######## reg_write_scheduler ########
reg_write_scheduler/clk_routes.png
The bar under the picture is 20 um long.
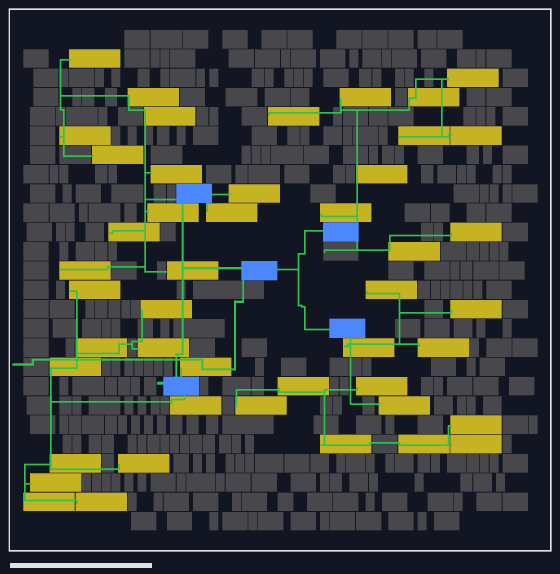

$ cat src/rtl/reg_write_scheduler.sv
// Write-port controller for the 2-read/1-write register file.
// After reset it clears every register once, then grants the single write
// port to requester A (ALU writeback) or B (load writeback) with round-robin
// priority. wrEnable/wrNum/wrData are registered and drive the file directly.
//
// Handshake: a requester raises valid and holds num/data stable; the block
// raises ack combinationally in the same cycle it grants, and the transfer
// happens at the posedge where valid and ack are both high. The granted write
// shows up on the write port in the following cycle.
module reg_write_scheduler #(
    parameter int DATA_WIDTH       = 32,
    parameter int REG_NUM_WIDTH    = 5,
    parameter int REG_FILE_SIZE    = 32,
    parameter int ZERO_REG_DISCARD = 1
) (
    input  logic                     clk,
    input  logic                     rst,
    input  logic                     reqValidA,
    input  logic [REG_NUM_WIDTH-1:0] reqNumA,
    input  logic [DATA_WIDTH-1:0]    reqDataA,
    output logic                     reqAckA,
    input  logic                     reqValidB,
    input  logic [REG_NUM_WIDTH-1:0] reqNumB,
    input  logic [DATA_WIDTH-1:0]    reqDataB,
    output logic                     reqAckB,
    output logic                     wrEnable,
    output logic [REG_NUM_WIDTH-1:0] wrNum,
    output logic [DATA_WIDTH-1:0]    wrData,
    output logic                     initDone
);

    localparam logic [0:0] ST_INIT = 1'b0;
    localparam logic [0:0] ST_RUN  = 1'b1;

    localparam logic PTR_A = 1'b0;
    localparam logic PTR_B = 1'b1;

    localparam logic [REG_NUM_WIDTH-1:0] LAST_IDX = REG_NUM_WIDTH'(REG_FILE_SIZE - 1);

    logic [0:0]               state;
    logic                     ptr;
    logic [REG_NUM_WIDTH-1:0] clear_idx;

    logic                     in_run;
    logic                     grant_any;
    logic [REG_NUM_WIDTH-1:0] grant_num;
    logic [DATA_WIDTH-1:0]    grant_data;
    logic                     grant_writes;

    // Acks only exist in RUN and never while reset is being applied, so a
    // grant cannot be issued in a cycle whose state update is discarded.
    assign in_run  = rst & (state == ST_RUN);
    assign reqAckA = in_run & reqValidA & (~reqValidB | (ptr == PTR_A));
    assign reqAckB = in_run & reqValidB & (~reqValidA | (ptr == PTR_B));

    // Select the winning request's payload and decide whether it really writes.
    always_comb begin
        grant_any    = reqAckA | reqAckB;
        grant_num    = reqAckA ? reqNumA  : reqNumB;
        grant_data   = reqAckA ? reqDataA : reqDataB;
        grant_writes = 1'b1;
        if ((ZERO_REG_DISCARD != 0) && (grant_num == '0)) begin
            grant_writes = 1'b0;
        end
    end

    // Sweep/arbitration state machine and the registered write port.
    always_ff @(posedge clk) begin
        if (!rst) begin
            state     <= ST_INIT;
            clear_idx <= '0;
            ptr       <= PTR_A;
            wrEnable  <= 1'b0;
            wrNum     <= '0;
            wrData    <= '0;
            initDone  <= 1'b0;
        end else begin
            case (state)
                ST_INIT: begin
                    // Register 0 is cleared too; the discard applies to requests only.
                    wrEnable <= 1'b1;
                    wrNum    <= clear_idx;
                    wrData   <= '0;
                    if (clear_idx == LAST_IDX) begin
                        state    <= ST_RUN;
                        initDone <= 1'b1;
                    end else begin
                        clear_idx <= clear_idx + 1'b1;
                    end
                end
                ST_RUN: begin
                    if (grant_any) begin
                        wrEnable <= grant_writes;
                        wrNum    <= grant_num;
                        wrData   <= grant_data;
                        ptr      <= reqAckA ? PTR_B : PTR_A;
                    end else begin
                        // Idle port: keep num/data so the bus does not toggle.
                        wrEnable <= 1'b0;
                    end
                end
                default: begin
                    state <= ST_INIT;
                end
            endcase
        end
    end

endmodule
$ cat config.mk
export PLATFORM = sky130hd
export DESIGN_NAME = reg_write_scheduler
export DESIGN_NICKNAME = d
export VERILOG_FILES = /design/src/rtl/reg_write_scheduler.sv
export SDC_FILE = /design/constraint.sdc
export NUM_CORES = 1
export LEC_CHECK = 0
export ABC_AREA = 1
export CAP_MARGIN = 20
export CORE_MARGIN = 1.5
export CORE_UTILIZATION = 43
export DETAILED_ROUTE_END_ITERATION = 7
export PLACE_DENSITY = 0.94
export SYNTH_ARGS = -nofsm -noshare
export SYNTH_HDL_FRONTEND = slang
export SYNTH_SLANG_ARGS = --single-unit
$ cat constraint.sdc
create_clock -name clk -period 5.3 [get_ports clk]
set_clock_uncertainty 0.2 [all_clocks]
set_input_delay 0.795 -clock clk [delete_from_list [all_inputs] [get_ports clk]]
set_output_delay 0.795 -clock clk [all_outputs]
set_load 0.01 [all_outputs]
######## byte_stream_rd_buf_flat ########
## src/rtl/byte_stream_rd_buf_if.sv

```systemverilog
// Bundles the push-stream input, pull-read output and status/error signals of
// byte_stream_rd_buf. Master = producer/reader side, slave = the buffer.
interface byte_stream_rd_buf_if #(
  parameter int DATA_W = 8,
  parameter int ADDR_W = 4
);
  // Push: iv_data is taken on every cycle with i_data_wr=1; there is no backpressure.
  // Pull: each i_data_rd=1 cycle requests one byte. Its data arrives the next cycle
  // together with a single-cycle o_rd_vld.
  logic [DATA_W-1:0] iv_data;
  logic              i_data_wr;
  logic              i_data_rd;
  logic              i_err_clr;
  logic [DATA_W-1:0] ov_rd_data;
  logic              o_rd_vld;
  logic [ADDR_W:0]   ov_count;
  logic              o_empty;
  logic              o_full;
  logic              o_overflow;
  logic              o_underflow;

  modport master (
    output iv_data, i_data_wr, i_data_rd, i_err_clr,
    input  ov_rd_data, o_rd_vld, ov_count, o_empty, o_full, o_overflow, o_underflow
  );

  modport slave (
    input  iv_data, i_data_wr, i_data_rd, i_err_clr,
    output ov_rd_data, o_rd_vld, ov_count, o_empty, o_full, o_overflow, o_underflow
  );
endinterface

```

## src/rtl/byte_stream_rd_buf.sv

```systemverilog
// Buffers a producer-paced byte push stream in a small FIFO and hands the bytes
// to a consumer through a one-cycle-latency pull interface.
module byte_stream_rd_buf #(
  parameter int DATA_W = 8,
  parameter int DEPTH  = 16,
  parameter int ADDR_W = 4
) (
  input  logic                 i_clk,
  input  logic                 i_rst_n,
  byte_stream_rd_buf_if.slave  bus
);
  localparam logic [ADDR_W:0] FULL_CNT = (ADDR_W+1)'(DEPTH);

  logic [DATA_W-1:0] mem_q [DEPTH];
  logic [ADDR_W-1:0] wr_ptr_q, wr_ptr_d;
  logic [ADDR_W-1:0] rd_ptr_q, rd_ptr_d;
  logic [ADDR_W:0]   count_q, count_d;
  logic [DATA_W-1:0] rd_data_q, rd_data_d;
  logic              rd_vld_q, rd_vld_d;
  logic              ovf_q, ovf_d;
  logic              udf_q, udf_d;
  logic              empty, full, rd_acc, wr_acc;

  assign empty  = (count_q == '0);
  assign full   = (count_q == FULL_CNT);
  assign rd_acc = bus.i_data_rd && !empty;
  // When full, a push is still taken if the read frees the entry in the same cycle.
  assign wr_acc = bus.i_data_wr && (!full || rd_acc);

  always_comb begin
    wr_ptr_d  = wr_ptr_q;
    rd_ptr_d  = rd_ptr_q;
    count_d   = count_q;
    rd_data_d = rd_data_q;
    rd_vld_d  = rd_acc;
    ovf_d     = ovf_q;
    udf_d     = udf_q;
    if (wr_acc) wr_ptr_d = wr_ptr_q + ADDR_W'(1);
    if (rd_acc) begin
      rd_ptr_d  = rd_ptr_q + ADDR_W'(1);
      rd_data_d = mem_q[rd_ptr_q];
    end
    case ({wr_acc, rd_acc})
      2'b10:   count_d = count_q + (ADDR_W+1)'(1);
      2'b01:   count_d = count_q - (ADDR_W+1)'(1);
      default: count_d = count_q;
    endcase
    // A new error event takes priority over a clear in the same cycle.
    if (bus.i_data_wr && !wr_acc) ovf_d = 1'b1;
    else if (bus.i_err_clr)       ovf_d = 1'b0;
    if (bus.i_data_rd && empty)   udf_d = 1'b1;
    else if (bus.i_err_clr)       udf_d = 1'b0;
  end

  always_ff @(posedge i_clk or negedge i_rst_n) begin
    if (!i_rst_n) begin
      wr_ptr_q  <= '0;
      rd_ptr_q  <= '0;
      count_q   <= '0;
      rd_data_q <= '0;
      rd_vld_q  <= 1'b0;
      ovf_q     <= 1'b0;
      udf_q     <= 1'b0;
    end else begin
      wr_ptr_q  <= wr_ptr_d;
      rd_ptr_q  <= rd_ptr_d;
      count_q   <= count_d;
      rd_data_q <= rd_data_d;
      rd_vld_q  <= rd_vld_d;
      ovf_q     <= ovf_d;
      udf_q     <= udf_d;
    end
  end

  // Storage is not reset; the pointers alone define which entries are live.
  always_ff @(posedge i_clk) begin
    if (wr_acc) mem_q[wr_ptr_q] <= bus.iv_data;
  end

  assign bus.ov_rd_data  = rd_data_q;
  assign bus.o_rd_vld    = rd_vld_q;
  assign bus.ov_count    = count_q;
  assign bus.o_empty     = empty;
  assign bus.o_full      = full;
  assign bus.o_overflow  = ovf_q;
  assign bus.o_underflow = udf_q;
endmodule

```

## src/flat_wrapper.sv

```systemverilog
// flat-port wrapper written by rule: the top's interface ports become plain ports
module byte_stream_rd_buf_flat 
#(
  parameter int DATA_W = 8,
  parameter int DEPTH  = 16,
  parameter int ADDR_W = 4
)
  (i_clk, i_rst_n, bus_iv_data, bus_i_data_wr, bus_i_data_rd, bus_i_err_clr, bus_ov_rd_data, bus_o_rd_vld, bus_ov_count, bus_o_empty, bus_o_full, bus_o_overflow, bus_o_underflow);
  byte_stream_rd_buf_if #(.DATA_W(DATA_W), .ADDR_W(ADDR_W)) bus_i ();
  input  logic i_clk;
  input  logic i_rst_n;
  input wire logic [$bits(bus_i.iv_data)-1:0] bus_iv_data;
  input wire logic [$bits(bus_i.i_data_wr)-1:0] bus_i_data_wr;
  input wire logic [$bits(bus_i.i_data_rd)-1:0] bus_i_data_rd;
  input wire logic [$bits(bus_i.i_err_clr)-1:0] bus_i_err_clr;
  output wire logic [$bits(bus_i.ov_rd_data)-1:0] bus_ov_rd_data;
  output wire logic [$bits(bus_i.o_rd_vld)-1:0] bus_o_rd_vld;
  output wire logic [$bits(bus_i.ov_count)-1:0] bus_ov_count;
  output wire logic [$bits(bus_i.o_empty)-1:0] bus_o_empty;
  output wire logic [$bits(bus_i.o_full)-1:0] bus_o_full;
  output wire logic [$bits(bus_i.o_overflow)-1:0] bus_o_overflow;
  output wire logic [$bits(bus_i.o_underflow)-1:0] bus_o_underflow;
  assign bus_i.iv_data = bus_iv_data;
  assign bus_i.i_data_wr = bus_i_data_wr;
  assign bus_i.i_data_rd = bus_i_data_rd;
  assign bus_i.i_err_clr = bus_i_err_clr;
  assign bus_ov_rd_data = bus_i.ov_rd_data;
  assign bus_o_rd_vld = bus_i.o_rd_vld;
  assign bus_ov_count = bus_i.ov_count;
  assign bus_o_empty = bus_i.o_empty;
  assign bus_o_full = bus_i.o_full;
  assign bus_o_overflow = bus_i.o_overflow;
  assign bus_o_underflow = bus_i.o_underflow;
  byte_stream_rd_buf #(.DATA_W(DATA_W), .DEPTH(DEPTH), .ADDR_W(ADDR_W)) u_core (.i_clk(i_clk), .i_rst_n(i_rst_n), .bus(bus_i));
endmodule
```

## config.mk

```make
export PLATFORM = sky130hd
export DESIGN_NAME = byte_stream_rd_buf_flat
export DESIGN_NICKNAME = d
export VERILOG_FILES = /design/src/rtl/byte_stream_rd_buf_if.sv /design/src/rtl/byte_stream_rd_buf.sv /design/src/flat_wrapper.sv
export SDC_FILE = /design/constraint.sdc
export NUM_CORES = 1
export LEC_CHECK = 0
export ABC_CLOCK_PERIOD_IN_PS = 7100
export CAP_MARGIN = 20
export CORE_ASPECT_RATIO = 0.7
export CORE_MARGIN = 10
export CORE_UTILIZATION = 55
export DETAILED_ROUTE_END_ITERATION = 6
export HOLD_SLACK_MARGIN = 0.05
export PLACE_DENSITY = 0.74
export SYNTH_ARGS = -nofsm -noshare
export SYNTH_HDL_FRONTEND = slang
export SYNTH_SLANG_ARGS = --single-unit
export TNS_END_PERCENT = 1
```

## constraint.sdc

```tcl
create_clock -name i_clk -period 7.1 [get_ports i_clk]
set_input_delay 1.775 -clock i_clk [delete_from_list [all_inputs] [get_ports i_clk]]
set_output_delay 1.775 -clock i_clk [all_outputs]
set_load 0.02 [all_outputs]
```

byte_stream_rd_buf_flat/wires.png
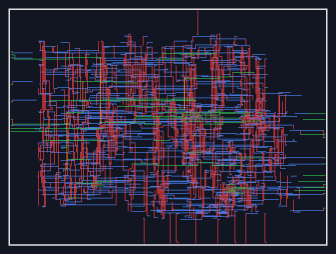
layer	color	wire length
metal 1	blue	5,500 um
metal 2	red	5,380 um
metal 3	green	866 um
metal 4	orange	85.0 um
global-route usage over all layers: 16.01%
total wire length: 11.84 mm
number of vias in the routed layout: 3,046
drt wl/cell: 22.59 um

==> metrics.json, byte_stream_rd_buf_flat <==
{
  "first_global_vias": {"value": 3196},
  "hold-path-endpoint": {"value": "u_core.bus.ov_rd_data[4]"},
  "cts_tree": {"value": "done"},
  "hold_path_class": {"value": "reg -> reg"},
  "status": {"value": "finished, final reports clean"},
  "cp-startpoint": {"value": "bus_i_data_rd"},
  "final_layout_size_suffix_gt1_share": {"value": 20.75, "unit": "%"},
  "avgSynthCellArea": {"value": 19.21, "unit": "um^2"},
  "total_met3_wirelength_after_detailed_routing": {"value": 865, "unit": "um"},
  "netlist_logic_family_top": {"value": "multiplexers"},
  "worstPathArrival": {"value": 4420, "unit": "ps"},
  "grt-ovfl-total": {"value": 0},
  "holdCritStartpoint": {"value": "u_core.bus.ov_rd_data[4]"},
  "area_delta_synth_final": {"value": 16.83, "unit": "%"},
  "number_of_antenna_violations_at_the_first_check_in_global_routing": {"value": 0},
  "registers.top_by_ff_count": {"value": "u_core.mem_q"},
  "fp_util": {"value": 55.71, "unit": "%"},
  "lay_top_count": {"value": "edfxtp_1"},
  "final_area": {"value": 7114, "unit": "um^2"},
  "ctsHoldBuffers": {"value": 0},
  "place.detailed.instances": {"value": 488},
  "max_clock_freq": {"value": 242.7, "unit": "MHz"}
}
-- byte_stream_rd_buf_flat: report_power, final --
part / internal (mW) / switching, mW / leakage (nW) / total (mW)
clock network: 0.457 / 0.372 / 0.255 / 0.829
registers: 1.11 / 0.0954 / 1.45 / 1.20
logic: 0.402 / 0.443 / 0.730 / 0.845
-- byte_stream_rd_buf_flat: layer usage --
layer | vias to the layer above | global-route usage (%)
met5 | - | 0
met1 | 1576 | 21.97
met3 | 9 | 5.509
li1 | 1352 | -
met2 | 109 | 23.75
met4 | 0 | 5.180
-- byte_stream_rd_buf_flat: worst max-delay path: stages --
cell and delay [ps]:
clkdlybuf4s50_1 480, o21ai_2 310, nor2_1 220, fa_1 450, a21o_1 190, a21oi_1 250, mux2_2 370, or3b_1 360
-- byte_stream_rd_buf_flat: final cells by class --
class | instances | area, um^2
sequential | 152 | 4444
fill | 739 | 3816
multi-input combinational | 142 | 1545
clock buffer | 18 | 429.2
timing repair buffer | 38 | 360.3
tap | 153 | 191.4
clock inverter | 14 | 117.6
inverter | 7 | 26.28
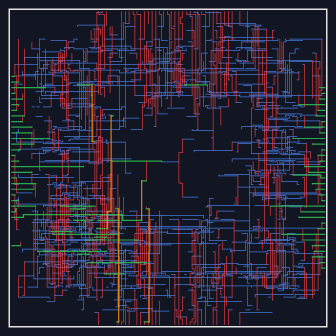
reg_write_scheduler/wires.png
layer	color	wire length
metal 3	green	366 um
metal 2	red	3,250 um
metal 1	blue	2,680 um
metal 4	orange	106 um
number of vias in the routed layout: 2,443
global-route usage over all layers: 22.44%
drt wl/cell: 13.02 um
total wire length: 6.407 mm

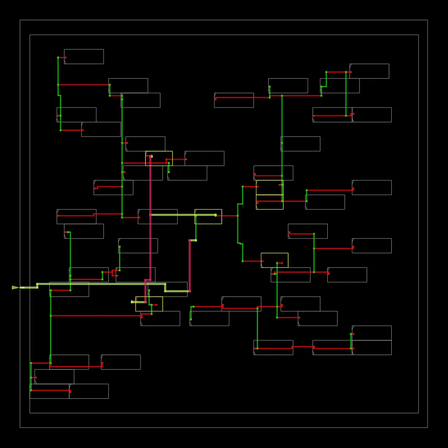
reg_write_scheduler/clocks.png
TritonCTS buffer count: 5
flip-flops: 46
clk latency late pin: 290 ps
clock net sink count: 46
Clock Buffer Count: 6

Notes on reg_write_scheduler/clk_routes.png above:
[flip-flops] yellow | count: 46
[clock wires] green | length: 506 um
[clock drivers] blue | count: 5
routed clock nets	6
power in the clock group: 0.207 mW
share of total power in the clock network: 31.8%

==> metrics.json, reg_write_scheduler <==
{
  "timing.critical_path.slowest_stage_cell": {"value": "clkdlybuf4s50_1"},
  "grt_util_met3": {"value": 3.713, "unit": "%"},
  "max-slew-margin-rel": {"value": 50.70, "unit": "%"},
  "worst-path-max-fanout": {"value": 70},
  "busiest_layer": {"value": "met2"},
  "cp-startpoint": {"value": "rst"},
  "status": {"value": "finished, final reports clean"},
  "switching_share": {"value": 21.41, "unit": "%"},
  "timing_hold_violations_final": {"value": 0},
  "layout_setup_ws": {"value": 1421, "unit": "ps"},
  "inverters_excl_clock": {"value": 44},
  "clk_root_buffer_cell": {"value": "clkbuf_8"},
  "post_synth_fa_ha_maj_area_fraction": {"value": 1.086, "unit": "%"},
  "signal_buffers": {"value": 119},
  "route.met2.wl": {"value": 3.254, "unit": "mm"},
  "ios": {"value": 119},
  "fillerInstances": {"value": 434},
  "nets": {"value": 503},
  "total_met3_wirelength_after_detailed_routing": {"value": 365, "unit": "um"},
  "cp.buffers_inverters": {"value": 3}
}
## reg_write_scheduler: cells in the final DEF (no fill, tap or decap)
cell type and count:
clkdlybuf4s50_1 118, o211ai_2 9, ha_1 2, buf_16 1, nor2_8 2, inv_1 43, a21oi_1 35, nor3_1 2
nand2_4 3, xnor2_1 1, a31oi_1 3, inv_2 1, nand3_1 9, dfxtp_1 46, clkbuf_8 6, nand2_1 91
o211ai_1 23, o21a_1 1, nand2_2 1, nor2_1 19, o21ai_0 6
## reg_write_scheduler: worst min-delay path by stage
stage,cells after the start,from,slack [ps],to
3_3_place_gp,2,wrData[25],250,wrData[25]
4_1_cts,2,wrData[3],270,wrData[3]
2_1_floorplan,2,ptr,250,ptr
5_1_grt,2,wrData[15],290,wrData[15]
3_5_place_dp,2,wrData[3],260,wrData[3]
6_report,2,wrData[22],270,wrData[22]
## reg_write_scheduler: synthesized netlist by cell type, types with 5 or more instances
cell type  number  share of area (%)
nand2_1        91                 15
nand3_1         9                2.0
o21ai_0         6                1.3
dfxtp_1        46                 40
clkbuf_1        6               0.98
a21oi_1        35                7.6
buf_6           5                2.4
o211ai_1       23                7.5
inv_1          43                7.0
nor2_1         19                3.1
o211ai_2        9                4.9


==> screenshots <==
Port wiring.
panel A
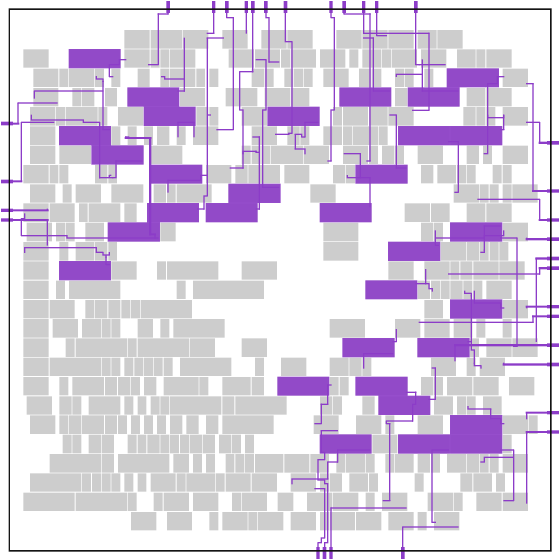
panel B
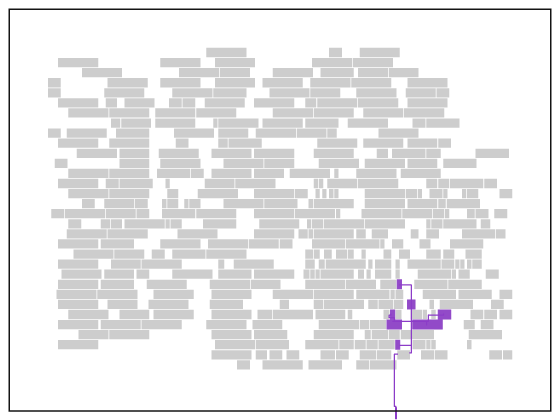
panel A -> reg_write_scheduler
panel B -> byte_stream_rd_buf_flat

Key to panel B:
port	color	direction	edge	end cells	wire
`bus_i_data_wr`	purple	input	bottom	7	62.3 um


==> gallery <==
Gate families picked out.
image #1
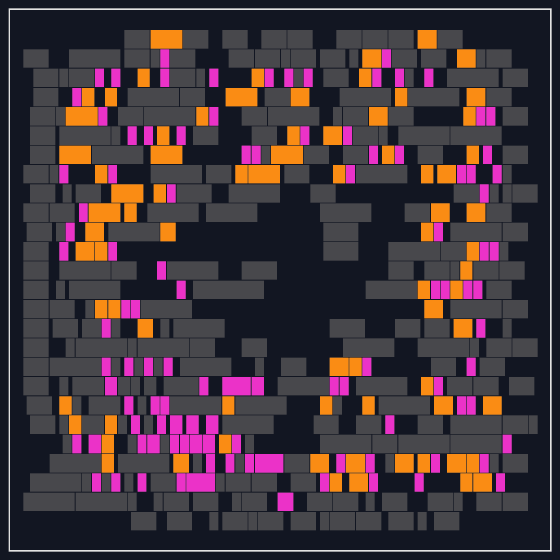
image #2
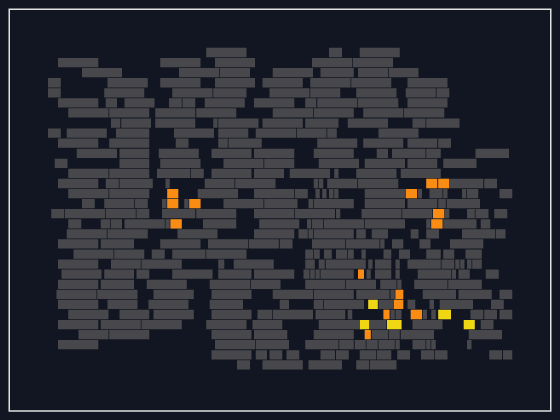
Image #1 is reg_write_scheduler.
Image #2 is byte_stream_rd_buf_flat.

Key to image #2:
family	color	cells	most used
aoi and oai cells	orange	15	o221ai_1
non-inverting ao/oa cells	yellow	5	a21o_1

Power is estimated from default activity; no workload was simulated.
